# design 1

**Design 1: pin map**

Scale: 3 px per µm. Pins as bars across the die edge, other pins in gray.
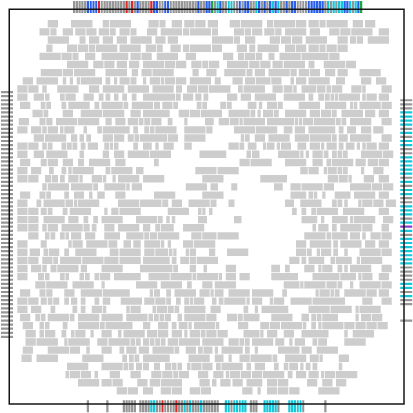

**src/rtl/dmem_arbiter_pkg.sv**
```systemverilog
// Shared definitions for the data-memory arbiter.
// Holds the RV32 load/store funct3 encodings, the arbiter FSM state encoding and
// the alignment/legality helpers used when a latched command is checked.
package dmem_arbiter_pkg;

  // Load encodings
  localparam logic [2:0] Funct3Lb  = 3'b000;
  localparam logic [2:0] Funct3Lh  = 3'b001;
  localparam logic [2:0] Funct3Lw  = 3'b010;
  localparam logic [2:0] Funct3Lbu = 3'b100;
  localparam logic [2:0] Funct3Lhu = 3'b101;
  // Store encodings
  localparam logic [2:0] Funct3Sb  = 3'b000;
  localparam logic [2:0] Funct3Sh  = 3'b001;
  localparam logic [2:0] Funct3Sw  = 3'b010;

  typedef enum logic [1:0] {
    StIdle   = 2'd0,
    StGrant  = 2'd1,
    StAccess = 2'd2,
    StResp   = 2'd3
  } state_e;

  // Half accesses (x01) need addr[0]=0, word accesses need addr[1:0]=0.
  function automatic logic is_misaligned(input logic [2:0] funct3, input logic [1:0] addr_lo);
    logic mis;
    mis = 1'b0;
    if (funct3[1:0] == Funct3Lh[1:0] && addr_lo[0]) mis = 1'b1;
    if (funct3 == Funct3Lw && addr_lo != 2'b00)     mis = 1'b1;
    return mis;
  endfunction

  // Unknown funct3, or a store using an unsigned-load encoding.
  function automatic logic is_illegal(input logic we, input logic [2:0] funct3);
    logic legal;
    case (funct3)
      Funct3Lb, Funct3Lh, Funct3Lw, Funct3Lbu, Funct3Lhu: legal = 1'b1;
      default:                                            legal = 1'b0;
    endcase
    return !legal || (we && funct3[2]);
  endfunction

endpackage

```
**src/rtl/dmem_arbiter_rr_arb2.sv**
```systemverilog
// Two-way round-robin picker.
// Ports:
//   req_i  per-port request
//   ptr_i  preferred port when both request
//   id_o   winning port
//   any_o  at least one request present
module rr_arb2 (
  input  logic [1:0] req_i,
  input  logic       ptr_i,
  output logic       id_o,
  output logic       any_o
);

  assign any_o = |req_i;
  // A lone request always wins; the pointer only breaks ties.
  assign id_o  = (req_i == 2'b11) ? ptr_i : req_i[1];

endmodule

```
**src/rtl/dmem_arbiter.sv**
```systemverilog
// Arbiter sharing a single-port data memory between the core LSU (port 0) and
// a debug/DMA loader (port 1). Each access runs IDLE -> GRANT -> ACCESS -> RESP.
// Ports:
//   clk, reset            clock, synchronous active-high reset
//   req_i/we_i/funct3_i   per-port command (request held until gnt_o)
//   addr_i/wdata_i        per-port byte address and LSB-aligned store data
//   gnt_o                 pulse: command latched
//   rvalid_o              pulse: response valid; rdata_o/err_o qualify it
//   busy_o                high outside IDLE
//   mem_*                 single-port memory interface (combinational read)
module dmem_arbiter
  import dmem_arbiter_pkg::*;
#(
  parameter int unsigned ADDR_WIDTH = 32,
  parameter int unsigned DATA_WIDTH = 32
) (
  input  logic                       clk,
  input  logic                       reset,
  input  logic [1:0]                 req_i,
  input  logic [1:0]                 we_i,
  input  logic [1:0][2:0]            funct3_i,
  input  logic [1:0][ADDR_WIDTH-1:0] addr_i,
  input  logic [1:0][DATA_WIDTH-1:0] wdata_i,
  output logic [1:0]                 gnt_o,
  output logic [1:0]                 rvalid_o,
  output logic [DATA_WIDTH-1:0]      rdata_o,
  output logic                       err_o,
  output logic                       busy_o,
  output logic                       mem_wr_en_o,
  output logic [2:0]                 mem_funct3_o,
  output logic [ADDR_WIDTH-1:0]      mem_addr_o,
  output logic [DATA_WIDTH-1:0]      mem_wdata_o,
  input  logic [DATA_WIDTH-1:0]      mem_rdata_i
);

  state_e                  state_q;
  logic                    rr_ptr_q;
  logic                    id_q;
  logic                    cmd_we_q;
  logic [2:0]              cmd_funct3_q;
  logic [ADDR_WIDTH-1:0]   cmd_addr_q;
  logic [DATA_WIDTH-1:0]   cmd_wdata_q;
  logic                    cmd_err_q;
  logic [1:0]              gnt_q;
  logic [1:0]              rvalid_q;
  logic [DATA_WIDTH-1:0]   rdata_q;
  logic                    err_q;
  logic                    busy_q;
  logic                    mem_wr_en_q;
  logic [2:0]              mem_funct3_q;
  logic [ADDR_WIDTH-1:0]   mem_addr_q;
  logic [DATA_WIDTH-1:0]   mem_wdata_q;

  logic win_id;
  logic win_any;
  logic cmd_err_d;

  rr_arb2 u_rr_arb2 (
    .req_i (req_i),
    .ptr_i (rr_ptr_q),
    .id_o  (win_id),
    .any_o (win_any)
  );

  assign cmd_err_d = is_illegal(cmd_we_q, cmd_funct3_q) |
                     is_misaligned(cmd_funct3_q, cmd_addr_q[1:0]);

  always_ff @(posedge clk) begin
    if (reset) begin
      state_q      <= StIdle;
      rr_ptr_q     <= 1'b0;
      id_q         <= 1'b0;
      cmd_we_q     <= 1'b0;
      cmd_funct3_q <= 3'b000;
      cmd_addr_q   <= '0;
      cmd_wdata_q  <= '0;
      cmd_err_q    <= 1'b0;
      gnt_q        <= 2'b00;
      rvalid_q     <= 2'b00;
      rdata_q      <= '0;
      err_q        <= 1'b0;
      busy_q       <= 1'b0;
      mem_wr_en_q  <= 1'b0;
      mem_funct3_q <= 3'b000;
      mem_addr_q   <= '0;
      mem_wdata_q  <= '0;
    end else begin
      // Pulse outputs default low; each is raised for the one state that owns it.
      gnt_q       <= 2'b00;
      rvalid_q    <= 2'b00;
      mem_wr_en_q <= 1'b0;
      rdata_q     <= '0;
      err_q       <= 1'b0;
      case (state_q)
        StIdle: begin
          if (win_any) begin
            id_q          <= win_id;
            cmd_we_q      <= we_i[win_id];
            cmd_funct3_q  <= funct3_i[win_id];
            cmd_addr_q    <= addr_i[win_id];
            cmd_wdata_q   <= wdata_i[win_id];
            gnt_q[win_id] <= 1'b1;
            busy_q        <= 1'b1;
            state_q       <= StGrant;
          end
        end
        StGrant: begin
          cmd_err_q    <= cmd_err_d;
          rr_ptr_q     <= ~id_q;
          mem_funct3_q <= cmd_funct3_q;
          mem_addr_q   <= cmd_addr_q;
          mem_wdata_q  <= cmd_wdata_q;
          mem_wr_en_q  <= cmd_we_q & ~cmd_err_d;
          state_q      <= StAccess;
        end
        StAccess: begin
          rvalid_q[id_q] <= 1'b1;
          err_q          <= cmd_err_q;
          if (!cmd_we_q && !cmd_err_q) rdata_q <= mem_rdata_i;
          state_q        <= StResp;
        end
        StResp: begin
          busy_q  <= 1'b0;
          state_q <= StIdle;
        end
        default: begin
          busy_q  <= 1'b0;
          state_q <= StIdle;
        end
      endcase
    end
  end

  // Reset takes effect within the same cycle for the strobes, so a write that
  // is in flight when reset rises never reaches memory.
  assign gnt_o        = gnt_q & {2{~reset}};
  assign rvalid_o     = rvalid_q & {2{~reset}};
  assign mem_wr_en_o  = mem_wr_en_q & ~reset;
  assign rdata_o      = rdata_q;
  assign err_o        = err_q;
  assign busy_o       = busy_q;
  assign mem_funct3_o = mem_funct3_q;
  assign mem_addr_o   = mem_addr_q;
  assign mem_wdata_o  = mem_wdata_q;

endmodule
```
**config.mk**
```make
export PLATFORM = sky130hd
export DESIGN_NAME = dmem_arbiter
export DESIGN_NICKNAME = d
export VERILOG_FILES = /design/src/rtl/dmem_arbiter_pkg.sv /design/src/rtl/dmem_arbiter_rr_arb2.sv /design/src/rtl/dmem_arbiter.sv
export SDC_FILE = /design/constraint.sdc
export NUM_CORES = 1
export LEC_CHECK = 0
export CAP_MARGIN = 25
export CORE_MARGIN = 2
export CORE_UTILIZATION = 43
export CTS_CLUSTER_DIAMETER = 60
export DETAILED_ROUTE_END_ITERATION = 7
export GPL_ROUTABILITY_DRIVEN = 0
export PLACE_DENSITY = 0.78
export SYNTH_ARGS = -nofsm -noshare
export SYNTH_HDL_FRONTEND = slang
export SYNTH_SLANG_ARGS = --single-unit
```
**constraint.sdc**
```tcl
create_clock -name clk -period 1.85 [get_ports clk]
set_input_delay 0.37 -clock clk [delete_from_list [all_inputs] [get_ports clk]]
set_output_delay 0.37 -clock clk [all_outputs]
set_load 0.02 [all_outputs]
```
# design 2

**src/rtl/csi_pkt_pkg.sv**
```systemverilog
// csi_pkt_pkg: state encoding, CSI-2 data types and word-count helper shared by csi_pkt_sequencer.
package csi_pkt_pkg;
    typedef enum logic [1:0] {IDLE, FRAME, LINE} state_t;
    localparam logic [5:0] DT_FS    = 6'h00;
    localparam logic [5:0] DT_FE    = 6'h01;
    localparam logic [5:0] DT_RAW10 = 6'h2B;
    function automatic logic [15:0] calc_wc(input int h_pixels, input int bpp);
        return 16'(h_pixels * bpp / 8);
    endfunction
endpackage

```
**src/rtl/csi_delay_line.sv**
```systemverilog
// csi_delay_line: reset-cleared fixed-depth shift register.
module csi_delay_line #(
    parameter int DEPTH = 3,
    parameter int WIDTH = 9
) (
    input  logic             hf_clk90,
    input  logic             reset_n_byte,
    input  logic [WIDTH-1:0] d,
    output logic [WIDTH-1:0] q
);
    logic [WIDTH-1:0] sr [DEPTH];
    always_ff @(posedge hf_clk90 or negedge reset_n_byte) begin
        if (!reset_n_byte) begin
            for (int i = 0; i < DEPTH; i++) sr[i] <= '0;
        end else begin
            sr[0] <= d;
            for (int i = 1; i < DEPTH; i++) sr[i] <= sr[i-1];
        end
    end
    assign q = sr[DEPTH-1];
endmodule

```
**src/rtl/csi_pkt_sequencer.sv**
```systemverilog
// csi_pkt_sequencer: frame/line pulses to csi_tx short/long packet requests, delayed byte stream, debug error flags.
// Define CSI_FRAME_NUM_EN to carry a wrapping frame number (1..FRAME_NUM_MAX) in the FS/FE word count.
module csi_pkt_sequencer
    import csi_pkt_pkg::*;
#(
    parameter int          H_PIXELS      = 256,
    parameter int          BPP           = 10,
    parameter int          DATA_DLY      = 3,
    parameter logic [15:0] FRAME_NUM_MAX = 16'd65535
) (
    input  logic        hf_clk90,
    input  logic        reset_n_byte,
    input  logic        fv_start_i,
    input  logic        fv_end_i,
    input  logic        lv_start_i,
    input  logic        lv_end_i,
    input  logic        byte_en_i,
    input  logic [7:0]  byte_data_i,
    input  logic        d_hs_rdy_i,
    output logic        sp_en_o,
    output logic        lp_en_o,
    output logic [5:0]  dt_o,
    output logic [15:0] wc_o,
    output logic        byte_en_o,
    output logic [7:0]  byte_data_o,
    output logic        txfr_en_o,
    output logic        frame_active_o,
    output logic        seq_err_o,
    output logic        wc_err_o
);
    localparam logic [15:0] WC = calc_wc(H_PIXELS, BPP);
    if (H_PIXELS * BPP % 8 != 0 || DATA_DLY < 1 || DATA_DLY > 8 || FRAME_NUM_MAX == 16'd0) begin : g_bad_params
        $error("csi_pkt_sequencer: invalid parameters");
    end
    state_t      state;
    logic [15:0] byte_cnt;
    logic [15:0] fs_wc;
    logic [15:0] fe_wc;
    logic        line_end;
`ifdef CSI_FRAME_NUM_EN
    logic [15:0] frame_num;
    assign fs_wc = (frame_num == FRAME_NUM_MAX) ? 16'd1 : frame_num + 16'd1;
    assign fe_wc = frame_num;
`else
    assign fs_wc = '0;
    assign fe_wc = '0;
`endif
    assign line_end       = state == LINE && lv_end_i;
    assign frame_active_o = state != IDLE;
    csi_delay_line #(.DEPTH(DATA_DLY), .WIDTH(9)) u_dly (
        .hf_clk90     (hf_clk90),
        .reset_n_byte (reset_n_byte),
        .d            ({byte_en_i, byte_data_i}),
        .q            ({byte_en_o, byte_data_o})
    );
    // A coinciding lv_end closes the line before the frame/line event is judged.
    always_ff @(posedge hf_clk90 or negedge reset_n_byte) begin
        if (!reset_n_byte) begin
            state     <= IDLE;
            byte_cnt  <= '0;
            sp_en_o   <= 1'b0;
            lp_en_o   <= 1'b0;
            dt_o      <= '0;
            wc_o      <= '0;
            txfr_en_o <= 1'b0;
            seq_err_o <= 1'b0;
            wc_err_o  <= 1'b0;
`ifdef CSI_FRAME_NUM_EN
            frame_num <= '0;
`endif
        end else begin
            sp_en_o   <= 1'b0;
            lp_en_o   <= 1'b0;
            txfr_en_o <= d_hs_rdy_i;
            if (state == LINE && byte_en_i && byte_cnt != 16'hFFFF) byte_cnt <= byte_cnt + 16'd1;
            if (line_end && byte_cnt != WC) wc_err_o <= 1'b1;
            if (fv_start_i) begin
                seq_err_o <= seq_err_o | (state != IDLE);
                state     <= FRAME;
                sp_en_o   <= 1'b1;
                dt_o      <= DT_FS;
                wc_o      <= fs_wc;
`ifdef CSI_FRAME_NUM_EN
                frame_num <= fs_wc;
`endif
            end else if (fv_end_i) begin
                seq_err_o <= seq_err_o | (state == IDLE) | (state == LINE && !lv_end_i);
                if (state != IDLE) begin
                    state   <= IDLE;
                    sp_en_o <= 1'b1;
                    dt_o    <= DT_FE;
                    wc_o    <= fe_wc;
                end
            end else if (lv_start_i) begin
                seq_err_o <= seq_err_o | (state == IDLE) | (state == LINE && !lv_end_i);
                if (state != IDLE) begin
                    state    <= LINE;
                    lp_en_o  <= 1'b1;
                    dt_o     <= DT_RAW10;
                    wc_o     <= WC;
                    byte_cnt <= '0;
                end
            end else if (line_end) begin
                state <= FRAME;
            end
        end
    end
endmodule

```
**config.mk**
```make
export PLATFORM = sky130hd
export DESIGN_NAME = csi_pkt_sequencer
export DESIGN_NICKNAME = d
export VERILOG_FILES = /design/src/rtl/csi_pkt_pkg.sv /design/src/rtl/csi_delay_line.sv /design/src/rtl/csi_pkt_sequencer.sv
export SDC_FILE = /design/constraint.sdc
export NUM_CORES = 1
export LEC_CHECK = 0
export CAP_MARGIN = 5
export CORE_MARGIN = 10
export CORE_UTILIZATION = 49
export DETAILED_ROUTE_END_ITERATION = 8
export PLACE_DENSITY = 0.91
export SLEW_MARGIN = 0
export SYNTH_ARGS = -nofsm -noshare
export SYNTH_HDL_FRONTEND = slang
export SYNTH_SLANG_ARGS = --single-unit
```
**constraint.sdc**
```tcl
create_clock -name hf_clk90 -period 2 [get_ports hf_clk90]
set_input_delay 0.4 -clock hf_clk90 [delete_from_list [all_inputs] [get_ports hf_clk90]]
set_output_delay 0.4 -clock hf_clk90 [all_outputs]
set_load 0.01 [all_outputs]
```
**Design 1: metal layers overlaid**

Scale: 2 px per µm. Only two layers are drawn.
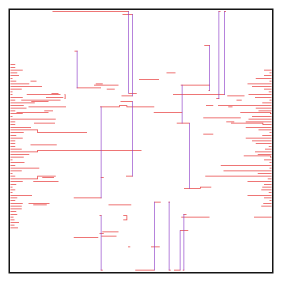
M4: drawn in purple, wire length 485 µm. M3: drawn in red, wire length 1320 µm.
Avg WL per Cell: 17.2 µm
final WL: 20900 µm
gr usage total: 23.5%
routed vias: 6362

About 'pin map' of design 1:
wdata_i: drawn in cyan, pins 64, direction input, edge 30 east, 22 south, 12 north. funct3_i: drawn in red, pins 6, direction input, edge 4 north, 2 south. reset: drawn in purple, pins 1, direction input, edge east. rdata_o: drawn in blue, pins 32, direction output, edge north. gnt_o: drawn in green, pins 2, direction output, edge north.
All pins by edge: 105 north, 61 west, 60 south, 52 east.
Die Y: 131 µm
die width: 131 µm

==> Changelog: implementation, design 1 <==
### Physical design

- Aoi share: 19.3%
- Post-synth top cells: 179 x dfxtp_1, 106 x nor2_1, 69 x mux2i_1
- WS Path Type: reg -> out
- Clock-cell share: 5.90%
- # Post-CTS Setup Buffers: 0
- Initial antenna violation count: 0
- Crit path time final: 1790 ps
- PostCTS Resize Cnt: 5
- Largest cell class by area: registers
- Met2 wire len: 10100 µm
- Measured slew at the worst slew-check pin: 557 ps
- Syn nets: 912
- HPWL after DPL: 14400 µm
- Instance area at placement: 10000 µm²
- CTS root buffer: clkbuf_16
- R2R depth: 6
- Tcrit/Tclk final: 96.9%
- Max Freq: 558 MHz
- Core Area: 15800 µm²
- Top-area cell type share of the netlist area: 51.6%
- Worst VDD drop: 0.000694 V
- RSZ-0062 raised after global routing: no
- Layout cell share with drive strength beyond 1: 8.21%
- Adder-cell area share of the yosys netlist: 0.721%
- Crit path DRT: 1480 ps
- Drt first pass iters: 4
- CP arrival: 1420 ps
- Power per Cell Area: 1380 nW/µm²
- Logic cell area: 3010 µm²
- Final hold slack: 226 ps
- Met1 wire length: 8980 µm
- FF-to-FF Start: state_q[1]
- Yosys top cell by area: dfxtp_1
- Top Layout Cells: 270 x clkdlybuf4s50_1, 179 x dfxtp_1, 106 x nor2_1
- Hold crit path type: in -> reg
- Critical path startpoint category: flip-flop
- Commonest Layout Cell: clkdlybuf4s50_1
- CP max stage cell: clkdlybuf4s50_1
- Synth Warn #: 0
- Crit. End Element: output port
- Final nets: 1162
- Worst path depth: 1
- Post-CTS Hold Fix Bufs: 0
- Finished Layout Cells: 1215
- Mux frac, synth: 9.95%
- Crit-path max FO: 2
- Register bit total from synthesis: 179
- Status: complete, no violations
- DP Worst Slack: 39.6 ps
- RR Endpoint: cmd_wdata_q[18]
**Design 2: logic cells by family**

Scale: 4 px per µm.
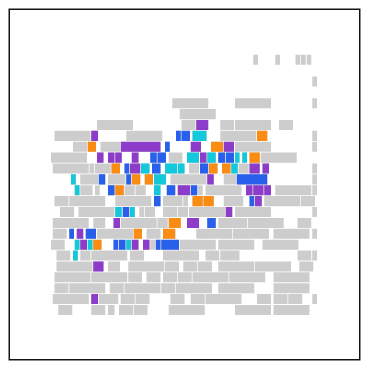
aoi and oai cells: drawn in purple, cells 28. nor cells: drawn in cyan, cells 19. and/or cells: drawn in orange, cells 16, where center. nand cells: drawn in blue, cells 26.
Commonest Layout Cell: dfrtp_1
combinational share of cell area: 27.1%
Finished Layout Cells: 276

==> Changelog: implementation, design 2 <==
### Physical design

- Mi-comb count: 114
- # DRC: 0
- I/O pins: 53
- Crit path DRT: 2220 ps
- Worst setup startpoint: byte_cnt[8]
- Crit. End Element: flip-flop
- Yosys top cell by area: dfrtp_1
- Chip area: 7610 µm²
- Clk_skew: 3.46 ps
- Reg area: 1300 µm²
- FF-to-FF Start: byte_cnt[8]
- CP arrival: 2050 ps
- Die width: 87.2 µm
- Synth top area cells: dfrtp_1 59%, buf_4 9.8%, a21oi_1 3.2%
- WS Path Type: reg -> reg
- Met1 wire length: 1730 µm
- # port buffers: 36
- Tool Warnings: 27
- CP max stage cell: dfrtp_1
- Internal reg-to-reg setup slack: 160 ps
- CTS root buffer: clkbuf_8
- Flop count: 52
- Aoi share: 9.77%
- Gpl congestion: 0.944
- Register bit total from synthesis: 52
- Latency at later pin: 310 ps
- HPWL after DPL: 3310 µm
- Nonclk inv count: 6
- CP Cell Sequence: nand4_4 > or3_1 > or4_1 > and3_1
- RR Endpoint: byte_cnt[15]
- Post-synth seq share: 58.8%
- Final setup margin: 163 ps
- Antenna diode instance count: 0
- Adder-cell area share of the yosys netlist: 1.13%
- Largest net degree at the start of global routing: 31
- Clk slew on worst S/H paths: 100 ps
- Status: complete, no violations
- Instance area at placement: 2530 µm²
- DP Worst Slack: -85.8 ps
- CP peak stage delay: 510 ps
- DR top layer: met4
- Asr flop ratio synth: 100%
- Clock power frac: 32.8%
- Met3 WL: 392 µm
- P_comb: 0.208 mW
- Leak Pwr: 1.17 nW
- Critical path startpoint category: flip-flop
- Hold crit path type: in -> async
- And+or+nand+nor area frac: 16.7%

# design 3

**Design 3: metal layers overlaid**

Scale: 3 px per µm. Only two layers are drawn.
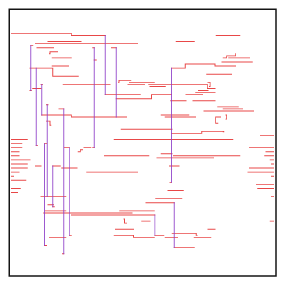

`src/rtl/alu_pipe.sv`:
```
// Registered ALU with a valid/ready handshake on both sides. Single-cycle ops
// produce a result one cycle after acceptance; MUL uses an iterative shift-add.
module alu_pipe #(
  parameter int unsigned WIDTH  = 8,
  parameter bit          MUL_EN = 1'b1
) (
  input  logic             clk,
  input  logic             rst,
  input  logic             in_valid,
  output logic             in_ready,
  input  logic [WIDTH-1:0] a,
  input  logic [WIDTH-1:0] b,
  input  logic [2:0]       op,
  output logic             out_valid,
  input  logic             out_ready,
  output logic [WIDTH-1:0] result,
  output logic             flag_z,
  output logic             flag_c,
  output logic             flag_v,
  output logic             flag_n,
  output logic             busy
);

  localparam int unsigned CW = $clog2(WIDTH + 1);

  typedef enum logic {S_IDLE, S_MUL} state_t;

  state_t             r_state;
  state_t             w_state_nxt;
  logic [2*WIDTH-1:0] r_mcand;
  logic [2*WIDTH-1:0] r_acc;
  logic [WIDTH-1:0]   r_mplier;
  logic [CW-1:0]      r_cnt;
  logic               r_out_valid;

  logic               w_accept;
  logic               w_mul_start;
  logic               w_mul_done;
  logic               w_wr;
  logic [WIDTH:0]     w_sum;
  logic [WIDTH:0]     w_diff;
  logic [WIDTH-1:0]   w_res;
  logic               w_c;
  logic               w_v;
  logic [WIDTH-1:0]   w_wr_res;
  logic               w_wr_c;
  logic               w_wr_v;

  assign w_accept    = in_valid && in_ready;
  assign w_mul_start = w_accept && (op == 3'b110) && MUL_EN;
  assign w_mul_done  = (r_state == S_MUL) && (r_cnt == '0);
  assign w_wr        = (w_accept && !w_mul_start) || w_mul_done;
  assign out_valid   = r_out_valid;

  always_ff @(posedge clk) begin
    if (rst) r_state <= S_IDLE;
    else     r_state <= w_state_nxt;
  end

  always_comb begin
    w_state_nxt = r_state;
    unique case (r_state)
      S_IDLE:  if (w_mul_start) w_state_nxt = S_MUL;
      S_MUL:   if (w_mul_done)  w_state_nxt = S_IDLE;
      default: w_state_nxt = S_IDLE;
    endcase
  end

  always_comb begin
    in_ready = (r_state == S_IDLE) && (!r_out_valid || out_ready);
    busy     = (r_state == S_MUL);
  end

  // Single-cycle datapath; op 110 lands in default (reserved) when MUL_EN=0.
  always_comb begin
    w_sum  = {1'b0, a} + {1'b0, b};
    w_diff = {1'b0, a} - {1'b0, b};
    w_res  = '0;
    w_c    = 1'b0;
    w_v    = 1'b0;
    unique case (op)
      3'b000: begin
        w_res = w_sum[WIDTH-1:0];
        w_c   = w_sum[WIDTH];
        w_v   = (a[WIDTH-1] == b[WIDTH-1]) && (w_sum[WIDTH-1] != a[WIDTH-1]);
      end
      3'b001: begin
        w_res = w_diff[WIDTH-1:0];
        w_c   = w_diff[WIDTH];
        w_v   = (a[WIDTH-1] != b[WIDTH-1]) && (w_diff[WIDTH-1] != a[WIDTH-1]);
      end
      3'b010:  w_res = a & b;
      3'b011:  w_res = a | b;
      3'b100:  w_res = ~a;
      3'b101:  w_res = a ^ b;
      default: w_res = '0;
    endcase
  end

  always_comb begin
    w_wr_res = w_mul_done ? r_acc[WIDTH-1:0]       : w_res;
    w_wr_c   = w_mul_done ? |r_acc[2*WIDTH-1:WIDTH] : w_c;
    w_wr_v   = w_mul_done ? 1'b0                    : w_v;
  end

  always_ff @(posedge clk) begin
    if (rst) begin
      r_out_valid <= 1'b0;
      result      <= '0;
      flag_z      <= 1'b0;
      flag_c      <= 1'b0;
      flag_v      <= 1'b0;
      flag_n      <= 1'b0;
    end else if (w_wr) begin
      r_out_valid <= 1'b1;
      result      <= w_wr_res;
      flag_z      <= (w_wr_res == '0);
      flag_c      <= w_wr_c;
      flag_v      <= w_wr_v;
      flag_n      <= w_wr_res[WIDTH-1];
    end else if (out_ready) begin
      r_out_valid <= 1'b0;
    end
  end

  // Counter reaching zero marks the write cycle, giving WIDTH+1 cycles latency.
  always_ff @(posedge clk) begin
    if (rst) begin
      r_mcand  <= '0;
      r_mplier <= '0;
      r_acc    <= '0;
      r_cnt    <= '0;
    end else if (w_mul_start) begin
      r_mcand  <= {{WIDTH{1'b0}}, a};
      r_mplier <= b;
      r_acc    <= '0;
      r_cnt    <= CW'(WIDTH);
    end else if ((r_state == S_MUL) && (r_cnt != '0)) begin
      if (r_mplier[0]) r_acc <= r_acc + r_mcand;
      r_mcand  <= r_mcand << 1;
      r_mplier <= r_mplier >> 1;
      r_cnt    <= r_cnt - CW'(1);
    end
  end

endmodule

```
`config.mk`:
```
export PLATFORM = sky130hd
export DESIGN_NAME = alu_pipe
export DESIGN_NICKNAME = d
export VERILOG_FILES = /design/src/rtl/alu_pipe.sv
export SDC_FILE = /design/constraint.sdc
export NUM_CORES = 1
export LEC_CHECK = 0
export CORE_MARGIN = 2
export CORE_UTILIZATION = 59
export CTS_CLUSTER_SIZE = 14
export DETAILED_ROUTE_END_ITERATION = 6
export GPL_TIMING_DRIVEN = 1
export MAX_ROUTING_LAYER = met4
export PLACE_DENSITY = 0.77
export SLEW_MARGIN = 5
export SYNTH_ARGS = -nofsm -noshare
export SYNTH_HDL_FRONTEND = slang
export SYNTH_SLANG_ARGS = --single-unit
```
`constraint.sdc`:
```
create_clock -name clk -period 2.4 [get_ports clk]
set_input_delay 0.36 -clock clk [delete_from_list [all_inputs] [get_ports clk]]
set_output_delay 0.36 -clock clk [all_outputs]
set_load 0.02 [all_outputs]
```
# design 4

File: src/rtl/bin_to_bcd_seq.sv
// bin_to_bcd_seq: sequential double-dabble binary-to-BCD converter, one bit per clock.
// Define BIN2BCD_SAT_EN to saturate to all-nines with ovf when the input exceeds the digit range.
module bin_to_bcd_seq #(
    parameter int WIDTH  = 8,
    parameter int DIGITS = 3
) (
    input  logic                  CLK,
    input  logic                  RESETn,
    input  logic                  start,
    input  logic [WIDTH-1:0]      bin,
    output logic                  busy,
    output logic                  valid,
    output logic [4*DIGITS-1:0]   bcd,
    output logic                  ovf
);
    localparam int CW = $clog2(WIDTH + 1);

    typedef enum logic {IDLE, SHIFT} state_t;

    state_t                state_q, state_d;
    logic [WIDTH-1:0]      sh_q, sh_d;
    logic [4*DIGITS-1:0]   dig_q, dig_d, dig_n, bcd_q, bcd_d;
    logic [CW-1:0]         cnt_q, cnt_d;
    logic                  valid_q, valid_d;
    logic [3:0]            adj;
    logic                  carry;
`ifdef BIN2BCD_SAT_EN
    logic                  acc_q, acc_d, ovf_q, ovf_d;
`endif

    // Add-3 then shift; carry ripples from the binary MSB up through each digit and ends as the bit lost off the top.
    always_comb begin
        carry = sh_q[WIDTH-1];
        adj   = 4'd0;
        dig_n = '0;
        for (int i = 0; i < DIGITS; i++) begin
            adj = dig_q[4*i +: 4] >= 4'd5 ? dig_q[4*i +: 4] + 4'd3 : dig_q[4*i +: 4];
            dig_n[4*i +: 4] = {adj[2:0], carry};
            carry = adj[3];
        end
    end

    always_comb begin
        state_d = state_q;
        sh_d    = sh_q;
        dig_d   = dig_q;
        cnt_d   = cnt_q;
        bcd_d   = bcd_q;
        valid_d = 1'b0;
`ifdef BIN2BCD_SAT_EN
        acc_d   = acc_q;
        ovf_d   = ovf_q;
`endif
        if (state_q == IDLE) begin
            if (start) begin
                state_d = SHIFT;
                sh_d    = bin;
                dig_d   = '0;
                cnt_d   = CW'(WIDTH);
`ifdef BIN2BCD_SAT_EN
                acc_d   = 1'b0;
`endif
            end
        end else begin
            sh_d  = sh_q << 1;
            dig_d = dig_n;
            cnt_d = cnt_q - CW'(1);
`ifdef BIN2BCD_SAT_EN
            acc_d = acc_q | carry;
`endif
            if (cnt_q == CW'(1)) begin
                state_d = IDLE;
                valid_d = 1'b1;
`ifdef BIN2BCD_SAT_EN
                bcd_d   = (acc_q | carry) ? {DIGITS{4'h9}} : dig_n;
                ovf_d   = acc_q | carry;
`else
                bcd_d   = dig_n;
`endif
            end
        end
    end

    always_ff @(posedge CLK or negedge RESETn) begin
        if (!RESETn) begin
            state_q <= IDLE;
            sh_q    <= '0;
            dig_q   <= '0;
            cnt_q   <= '0;
            bcd_q   <= '0;
            valid_q <= 1'b0;
`ifdef BIN2BCD_SAT_EN
            acc_q   <= 1'b0;
            ovf_q   <= 1'b0;
`endif
        end else begin
            state_q <= state_d;
            sh_q    <= sh_d;
            dig_q   <= dig_d;
            cnt_q   <= cnt_d;
            bcd_q   <= bcd_d;
            valid_q <= valid_d;
`ifdef BIN2BCD_SAT_EN
            acc_q   <= acc_d;
            ovf_q   <= ovf_d;
`endif
        end
    end

    assign busy  = state_q == SHIFT;
    assign valid = valid_q;
    assign bcd   = bcd_q;
`ifdef BIN2BCD_SAT_EN
    assign ovf   = ovf_q;
`else
    assign ovf   = 1'b0;
`endif
endmodule

File: config.mk
export PLATFORM = sky130hd
export DESIGN_NAME = bin_to_bcd_seq
export DESIGN_NICKNAME = d
export VERILOG_FILES = /design/src/rtl/bin_to_bcd_seq.sv
export SDC_FILE = /design/constraint.sdc
export NUM_CORES = 1
export LEC_CHECK = 0
export CAP_MARGIN = 30
export CORE_ASPECT_RATIO = 1.75
export CORE_UTILIZATION = 45
export DETAILED_ROUTE_END_ITERATION = 10
export GPL_TIMING_DRIVEN = 0
export HOLD_SLACK_MARGIN = 0.12
export PLACE_DENSITY = 0.71
export RECOVER_POWER = 25
export SLEW_MARGIN = 10
export SYNTH_ARGS = -nofsm -noshare
export SYNTH_HDL_FRONTEND = slang
export SYNTH_SLANG_ARGS = --single-unit
File: constraint.sdc
create_clock -name CLK -period 1.8 [get_ports CLK]
set_input_delay 0.54 -clock CLK [delete_from_list [all_inputs] [get_ports CLK]]
set_output_delay 0.54 -clock CLK [all_outputs]
set_load 0.05 [all_outputs]
# design 5

## config.mk

```make
export PLATFORM = sky130hd
export DESIGN_NAME = membus_arbiter
export DESIGN_NICKNAME = d
export VERILOG_FILES = /design/src/rtl/membus_arbiter.sv
export SDC_FILE = /design/constraint.sdc
export NUM_CORES = 1
export LEC_CHECK = 0
export CAP_MARGIN = 15
export CORE_AREA = 2 2 92 94
export DETAILED_ROUTE_END_ITERATION = 8
export DIE_AREA = 0 0 94 96
export GPL_TIMING_DRIVEN = 0
export PLACE_DENSITY = 0.76
export SETUP_SLACK_MARGIN = 0.1
export SLEW_MARGIN = 20
export SYNTH_ARGS = -nofsm -noshare
export SYNTH_HDL_FRONTEND = slang
export SYNTH_SLANG_ARGS = --single-unit
export TNS_END_PERCENT = 1
```

## constraint.sdc

```tcl
create_clock -name clk -period 2.15 [get_ports clk]
set_clock_uncertainty 0.2 [all_clocks]
set_input_delay 0.645 -clock clk [delete_from_list [all_inputs] [get_ports clk]]
set_output_delay 0.645 -clock clk [all_outputs]
set_load 0.01 [all_outputs]
```

## src/rtl/membus_arbiter.sv

```systemverilog
// -----------------------------------------------------------------------------
// membus_arbiter
//
// Two-master arbiter for the tagged memory bus. The CPU is master 0 (m0) and
// the I/O-DMA channel is master 1 (m1). One master owns the bus for a whole
// transaction: address strobe plus one data cycle, or astb + rd + wr for an
// atomic read-modify-write. The owner's ad/tag/strobes are muxed straight
// through to memory, gated by the transaction phase. A granted master that
// makes no progress for TIMEOUT cycles is aborted, and its time-out output
// pulses for one cycle.
//
// Parameters
//   TIMEOUT  cycles without progress before the owner is aborted (2..65535)
//   RR       1 = round-robin between masters, 0 = fixed priority (m0 wins)
//
// Ports
//   clk, reset_n                    clock; asynchronous active-low reset
//   mX_req                          master X requests the bus (held for the transaction)
//   mX_ad[63:0], mX_tag[7:0]        address (astb cycle) / write data and tag
//   mX_astb, mX_atomic              address strobe; atomic flag sampled with astb
//   mX_rd, mX_wr                    read / write data cycle
//   mX_gnt                          master X owns the bus
//   mX_timeout                      one-cycle pulse: X's transaction was aborted
//   o_ad, o_tag                     owner's ad/tag to memory, 0 when idle
//   o_astb, o_atomic, o_rd, o_wr    owner's strobes, gated by phase
//   o_busy                          bus owned
// -----------------------------------------------------------------------------
module membus_arbiter #(
    parameter int TIMEOUT = 256,
    parameter bit RR      = 1'b1
) (
    input  logic        clk,
    input  logic        reset_n,

    input  logic        m0_req,
    input  logic [63:0] m0_ad,
    input  logic [7:0]  m0_tag,
    input  logic        m0_astb,
    input  logic        m0_atomic,
    input  logic        m0_rd,
    input  logic        m0_wr,
    output logic        m0_gnt,
    output logic        m0_timeout,

    input  logic        m1_req,
    input  logic [63:0] m1_ad,
    input  logic [7:0]  m1_tag,
    input  logic        m1_astb,
    input  logic        m1_atomic,
    input  logic        m1_rd,
    input  logic        m1_wr,
    output logic        m1_gnt,
    output logic        m1_timeout,

    output logic [63:0] o_ad,
    output logic [7:0]  o_tag,
    output logic        o_astb,
    output logic        o_atomic,
    output logic        o_rd,
    output logic        o_wr,
    output logic        o_busy
);

    localparam int CW = $clog2(TIMEOUT) + 1;

    typedef enum logic [1:0] {
        IDLE = 2'd0,   // no owner
        ADDR = 2'd1,   // granted, awaiting astb
        DATA = 2'd2,   // awaiting rd or wr
        LOCK = 2'd3    // atomic read done, awaiting wr
    } state_t;

    state_t          state_q, state_d;
    logic            owner_q, owner_d;     // 0 = m0, 1 = m1
    logic            last_q,  last_d;      // last master granted
    logic            atomic_q, atomic_d;   // atomic flag latched with astb
    logic [CW-1:0]   cnt_q,   cnt_d;       // cycles spent in the current state
    logic [1:0]      tout_q,  tout_d;      // per-master time-out pulse

    // Owner-selected master inputs. The select is the registered owner, so
    // the path from master to memory adds no latency.
    logic        sel_req, sel_astb, sel_atomic, sel_rd, sel_wr;
    logic [63:0] sel_ad;
    logic [7:0]  sel_tag;

    always_comb begin
        sel_req    = owner_q ? m1_req    : m0_req;
        sel_astb   = owner_q ? m1_astb   : m0_astb;
        sel_atomic = owner_q ? m1_atomic : m0_atomic;
        sel_rd     = owner_q ? m1_rd     : m0_rd;
        sel_wr     = owner_q ? m1_wr     : m0_wr;
        sel_ad     = owner_q ? m1_ad     : m0_ad;
        sel_tag    = owner_q ? m1_tag    : m0_tag;
    end

    // -------------------------------------------------------------------------
    // Next-state logic
    // -------------------------------------------------------------------------
    logic win;
    logic expired;

    always_comb begin
        // NOTE: every variable written here gets a default first, so no path
        // leaves one unassigned and no latch is inferred.
        state_d  = state_q;
        owner_d  = owner_q;
        last_d   = last_q;
        atomic_d = atomic_q;
        tout_d   = '0;
        win      = 1'b0;
        expired  = (state_q != IDLE) && (cnt_q == CW'(TIMEOUT - 1));

        unique case (state_q)
            IDLE: begin
                if (m0_req || m1_req) begin
                    if (m0_req && m1_req)
                        win = RR ? ~last_q : 1'b0;   // tie: not-last-winner, or m0
                    else
                        win = m1_req;
                    owner_d = win;
                    last_d  = win;
                    state_d = ADDR;
                end
            end
            ADDR: begin
                if (!sel_req) begin
                    state_d = IDLE;                   // owner abandoned before astb
                end else if (sel_astb) begin
                    state_d  = DATA;
                    atomic_d = sel_atomic;
                end
            end
            DATA: begin
                // rd and wr together count as a write, so the bus is released.
                if (sel_wr)
                    state_d = IDLE;
                else if (sel_rd)
                    state_d = atomic_q ? LOCK : IDLE;
            end
            LOCK: begin
                // Only wr (or the time-out) releases a locked bus.
                if (sel_wr)
                    state_d = IDLE;
            end
            default: state_d = IDLE;
        endcase

        if (expired) begin
            state_d         = IDLE;
            tout_d[owner_q] = 1'b1;
        end

        cnt_d = ((state_q == IDLE) || (state_d != state_q)) ? '0 : cnt_q + CW'(1);
    end

    // -------------------------------------------------------------------------
    // State registers
    // -------------------------------------------------------------------------
    // NOTE: sequential state uses non-blocking assignments only, so every
    // register samples the pre-edge values regardless of statement order.
    always_ff @(posedge clk or negedge reset_n) begin
        if (!reset_n) begin
            state_q  <= IDLE;
            owner_q  <= 1'b0;
            last_q   <= 1'b1;      // makes m0 the preferred master after reset
            atomic_q <= 1'b0;
            cnt_q    <= '0;
            tout_q   <= '0;
        end else begin
            state_q  <= state_d;
            owner_q  <= owner_d;
            last_q   <= last_d;
            atomic_q <= atomic_d;
            cnt_q    <= cnt_d;
            tout_q   <= tout_d;
        end
    end

    // -------------------------------------------------------------------------
    // Outputs
    // -------------------------------------------------------------------------
    logic busy, in_addr, in_data;

    always_comb begin
        busy     = (state_q != IDLE);
        in_addr  = (state_q == ADDR);
        in_data  = (state_q == DATA) || (state_q == LOCK);

        o_busy   = busy;
        o_ad     = busy ? sel_ad  : '0;
        o_tag    = busy ? sel_tag : '0;
        o_astb   = in_addr && sel_astb;
        o_atomic = in_addr && sel_astb && sel_atomic;
        o_rd     = in_data && sel_rd;
        o_wr     = in_data && sel_wr;

        m0_gnt     = busy && !owner_q;
        m1_gnt     = busy &&  owner_q;
        m0_timeout = tout_q[0];
        m1_timeout = tout_q[1];
    end

endmodule

```

**Design 4: clock routing**

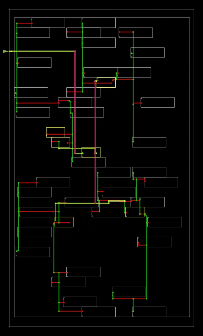
Clock Buffer Count: 6
flop count: 38
Latency at later pin: 280 ps

==> Changelog: implementation, design 4 <==
### Physical design

- P_seq: 1.51 mW
- RR Endpoint: bcd[2]
- Asr flop ratio synth: 100%
- Syn_area_per_cell: 10.7 µm²
- Adder-cell area share of the yosys netlist: 5.43%
- HPWL after DPL: 2760 µm
- Clk slew on worst S/H paths: 70 ps
- Antenna-violating nets left: 0
- Combinational share of cell area: 37.0%
- Final setup margin: 87.6 ps
- Clk sinks: 38
- # Post-CTS Setup Buffers: 0
- CP peak stage delay: 530 ps
- Global-route wire length before repair: 6220 µm
- Yosys top cell by area: dfrtp_1
- Clock power frac: 13.4%
- Internal reg-to-reg setup slack: 160 ps
- Routed vias: 1333
- H-tree Lvls: 2
- Drt first pass iters: 3
- Aggregate global routing overflow: 0
- Die Y: 86.6 µm
- Relative slew slack: 43.1%
- Met1 wire length: 1310 µm
- CTS root buffer: clkbuf_8
- Yosys xor share: 2.38%
- Top Consumer: combinational logic
- Commonest Layout Cell: dfrtp_1
- Reg area: 951 µm²
- Top_reg_cell synth: dfrtp_1
- Signal buffers share of area: 12.0%
- Critical path startpoint category: flip-flop
- Status: complete, no violations
- Crit. End Element: output port
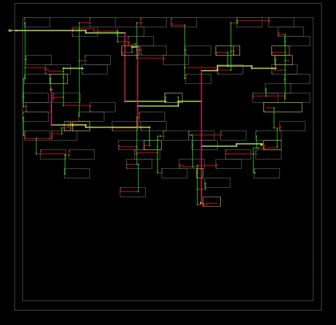
**Above:** design 3 (clock routing).
clk_skew: 6.14 ps
Latency at later pin: 350 ps
Clock Buffer Count: 10
flop count: 57
Clk. pwr: 0.857 mW

**Design 3: logic cells by family**

Scale: 4 px per µm.
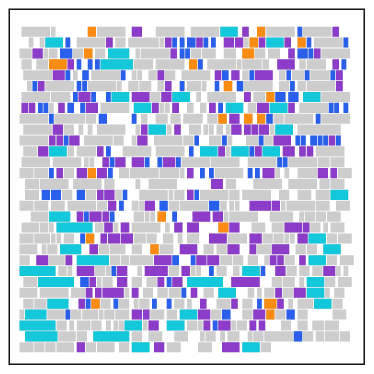
aoi and oai cells: drawn in purple, cells 144, where all over the die. nand cells: drawn in blue, cells 107, where all over the die. fa/ha/maj cells: drawn in cyan, cells 43, where all over the die. and/or cells: drawn in orange, cells 21.
combinational share of cell area: 53.2%
Finished Layout Cells: 765

About 'metal layers overlaid' of design 3:
M3: drawn in red, wire length 845 µm. M4: drawn in purple, wire length 343 µm.
final WL: 13200 µm
Avg WL per Cell: 17.3 µm

==> Changelog: implementation, design 3 <==
### Physical design

- Adder-cell area share of the yosys netlist: 13.3%
- Max Freq: 430 MHz
- Worst setup startpoint: a[3]
- And+or+nand+nor area frac: 22.8%
- Met3 WL: 844 µm
- Buf/Inv on CP: 6
- CP max stage cell: clkdlybuf4s50_1
- Largest logic family: AND-OR/OR-AND gates
- Top Layout Cells: 85 x nand2_1, 85 x buf_4, 55 x dfxtp_1
- Clk buf depth: 2
- Relative slew slack: 54.4%
- Final setup margin: 72.6 ps
- Worst VDD drop: 0.000369 V
- Aoi share: 26.3%
- Sequential Power Share: 38.7%
- Final nets: 732
- Fillers: 446
- Met3 usage: 7.37%
- H-tree Lvls: 3
- Measured slew at the worst slew-check pin: 682 ps
- Chip Area, Yosys: 4200 µm²
- RSZ-0062 raised after global routing: yes
- Top-area cell type share of the netlist area: 27.2%
- Largest cell class by area: logic gates
- Largest net degree at the start of global routing: 28
- Placed cell count: 745
- Cell family with most CP delay: buffers and inverters
- Signal buffers share of area: 19.6%
- Nonclk inv count: 32
- Layout cell share with drive strength beyond 1: 24.1%
- Comb power frac: 28.0%
- Antenna diode instance count: 0
- Logic cell area: 3050 µm²
- Register bit total from synthesis: 57
- Vias in the first global route: 4153
- Aggregate global routing overflow: 0
- Asr flop ratio synth: 0%
- CP Cell Sequence: clkdlybuf4s50_1 > inv_1 > ha_4 > buf_4 > inv_1 > o221ai_2 > buf_4 > a211oi_4 > buf_4 > o31ai_2 > a32oi_1 > o21ai_2 > o21a_1
- Reg area: 1140 µm²
- Status: complete, no violations
- Max-cap violations: 0
- Drt first pass iters: 6
- Met2 layer usage reported by global route: 54.2%
- Post-CTS Hold Fix Bufs: 0
- P_seq: 0.995 mW
- Gr usage total: 33.7%
- Worst path depth: 13
- Sw Share: 29.2%
- Internal reg-to-reg setup slack: 150 ps
- WHS Path Cells: 2
- Yosys top cell by instances: nand2_1
- Final Hold Viols: 0
- RR Endpoint: r_acc[14]
- Clock power frac: 33.3%
**Design 5: logic cells by family**

Scale: 4 px per µm.
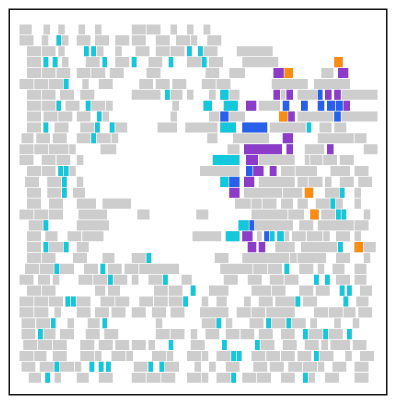
nor cells: drawn in cyan, cells 83, where all over the die. and/or cells: drawn in orange, cells 6. aoi and oai cells: drawn in purple, cells 21. nand cells: drawn in blue, cells 13.
combinational share of cell area: 33.7%
Commonest Layout Cell: clkdlybuf4s50_1
Finished Layout Cells: 604

**Design 5: metal layers overlaid**

Scale: 3 px per µm. Only two layers are drawn.
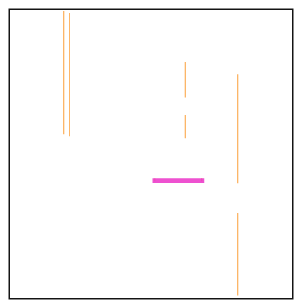
M4: drawn in orange, wire length 165 µm. M5: drawn in magenta, wire length 15.6 µm.
final WL: 9960 µm
gr usage total: 21.5%
Avg WL per Cell: 16.5 µm
routed vias: 2783

==> Changelog: implementation, design 5 <==
### Physical design

- Status: finished, violations left
- Violated checks: negative setup slack
- Comb power frac: 86.0%
- Register bit total from synthesis: 16
- CTS Buf Count: 3
- Global-route wire length before repair: 14900 µm
- Clk slew on worst S/H paths: 60 ps
- Top Consumer: combinational logic
- Adder-cell area share of the yosys netlist: 1.27%
- Met3 usage: 6.73%
- DR top layer: met5
- # DRC: 0
- Worst setup startpoint: owner_q
- Mux frac, synth: 40.2%
- Crit path time final: 2450 ps
- Post-synth seq share: 20.3%
- Syn nets: 405
- Top-area cell type share of the netlist area: 38.0%
- Gpl congestion: 0.925
- And+or+nand+nor area frac: 22.5%
- Well Taps: 105
- Most flops, register: cnt_q
- FF-to-FF Start: cnt_q[0]
- WHS Path Cells: 2
- Reg area: 403 µm²
- Initial antenna violation count: 2
- Biggest regs: cnt_q: 9 flops, state_q: 2 flops, tout_q: 2 flops
- Crit. End Element: output port
- Largest cell class by area: buffers
- Non-CTS buffers: 266
- Power per Cell Area: 1090 nW/µm²
- Latency at later pin: 260 ps
- Clk buf depth: 2
- Final setup margin: -295 ps
- Clk. pwr: 0.272 mW
- Buf/Inv on CP: 5
- Initial detailed-routing violation count: 64
- Setup violators final: 78
- Post-synth top cells: 75 x mux2i_1, 75 x nor2_1, 15 x dfrtp_1
- Total net switching power: 2.22 mW
- Met3 WL: 913 µm
- RSZ-0062 raised after global routing: yes
- Met1 Resource Use GR: 25.1%
- Hold crit path type: reg -> reg
- Flop count: 16
- Row cnt: 33
- Hold EP: last_q
- Yosys top cell by area: mux2i_1
- H-tree Lvls: 1
- Aoi share: 8.60%
- # Post-CTS Setup Buffers: 8
- Leak Pwr: 2.18 nW
- Aggregate global routing overflow: 0
- Sequential Power Share: 8.5%
- Measured slew at the worst slew-check pin: 702 ps
- Seq/total area: 8.74%
- Clock-cell share: 1.19%

==> layout pictures side by side <==
Pin map.
shot_01.png
Scale: 4 px per µm. Pins as bars across the die edge, other pins in gray.
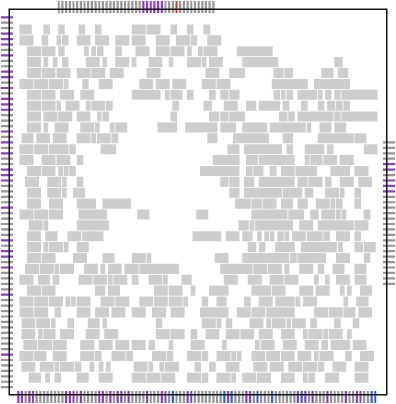
shot_02.png
Scale: 6 px per µm. Pins as bars across the die edge, other pins in gray.
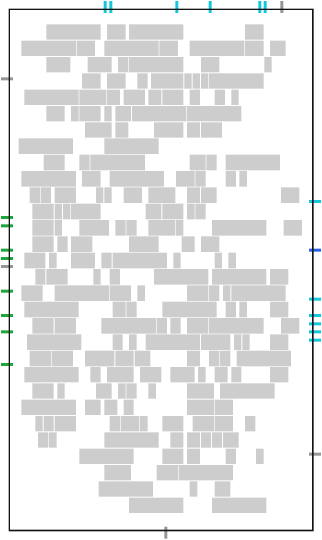
shot_03.png
Scale: 4 px per µm. Pins as bars across the die edge, other pins in gray.
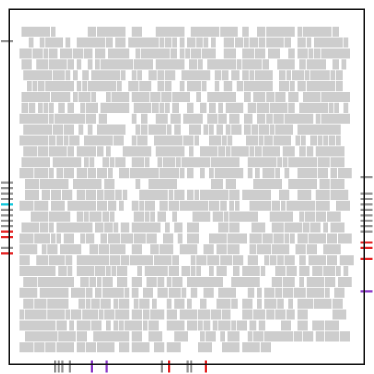
shot_01.png -> design 5
shot_03.png -> design 3
shot_02.png -> design 4

Key to shot_02.png:
valid: drawn in blue, pins 1, direction output, edge east. bcd: drawn in cyan, pins 12, direction output, edge 6 east, 6 north. bin: drawn in green, pins 8, direction input, edge west.



==> gallery <==
The metal 4 layer.
Plate I
Scale: 4 px per µm.
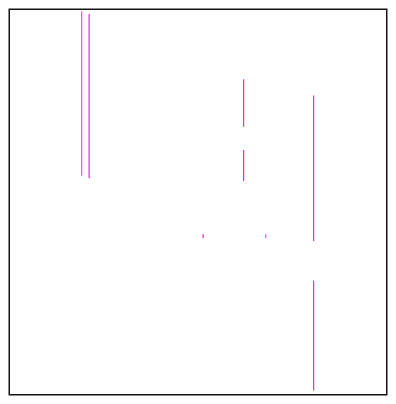
Plate II
Scale: 4 px per µm.
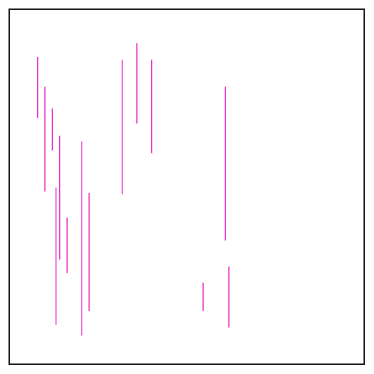
Plate III
Scale: 6 px per µm.
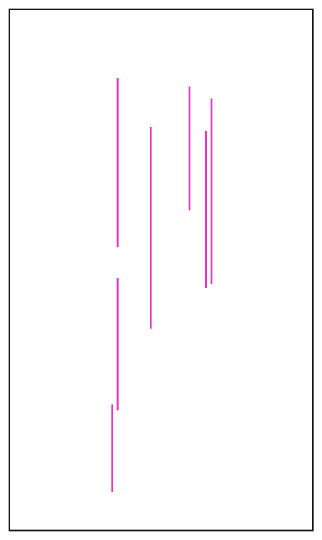
| picture | from |
|---|---|
| Plate II | design 3 |
| Plate III | design 4 |
| Plate I | design 5 |

Power is estimated from default activity; no workload was simulated.
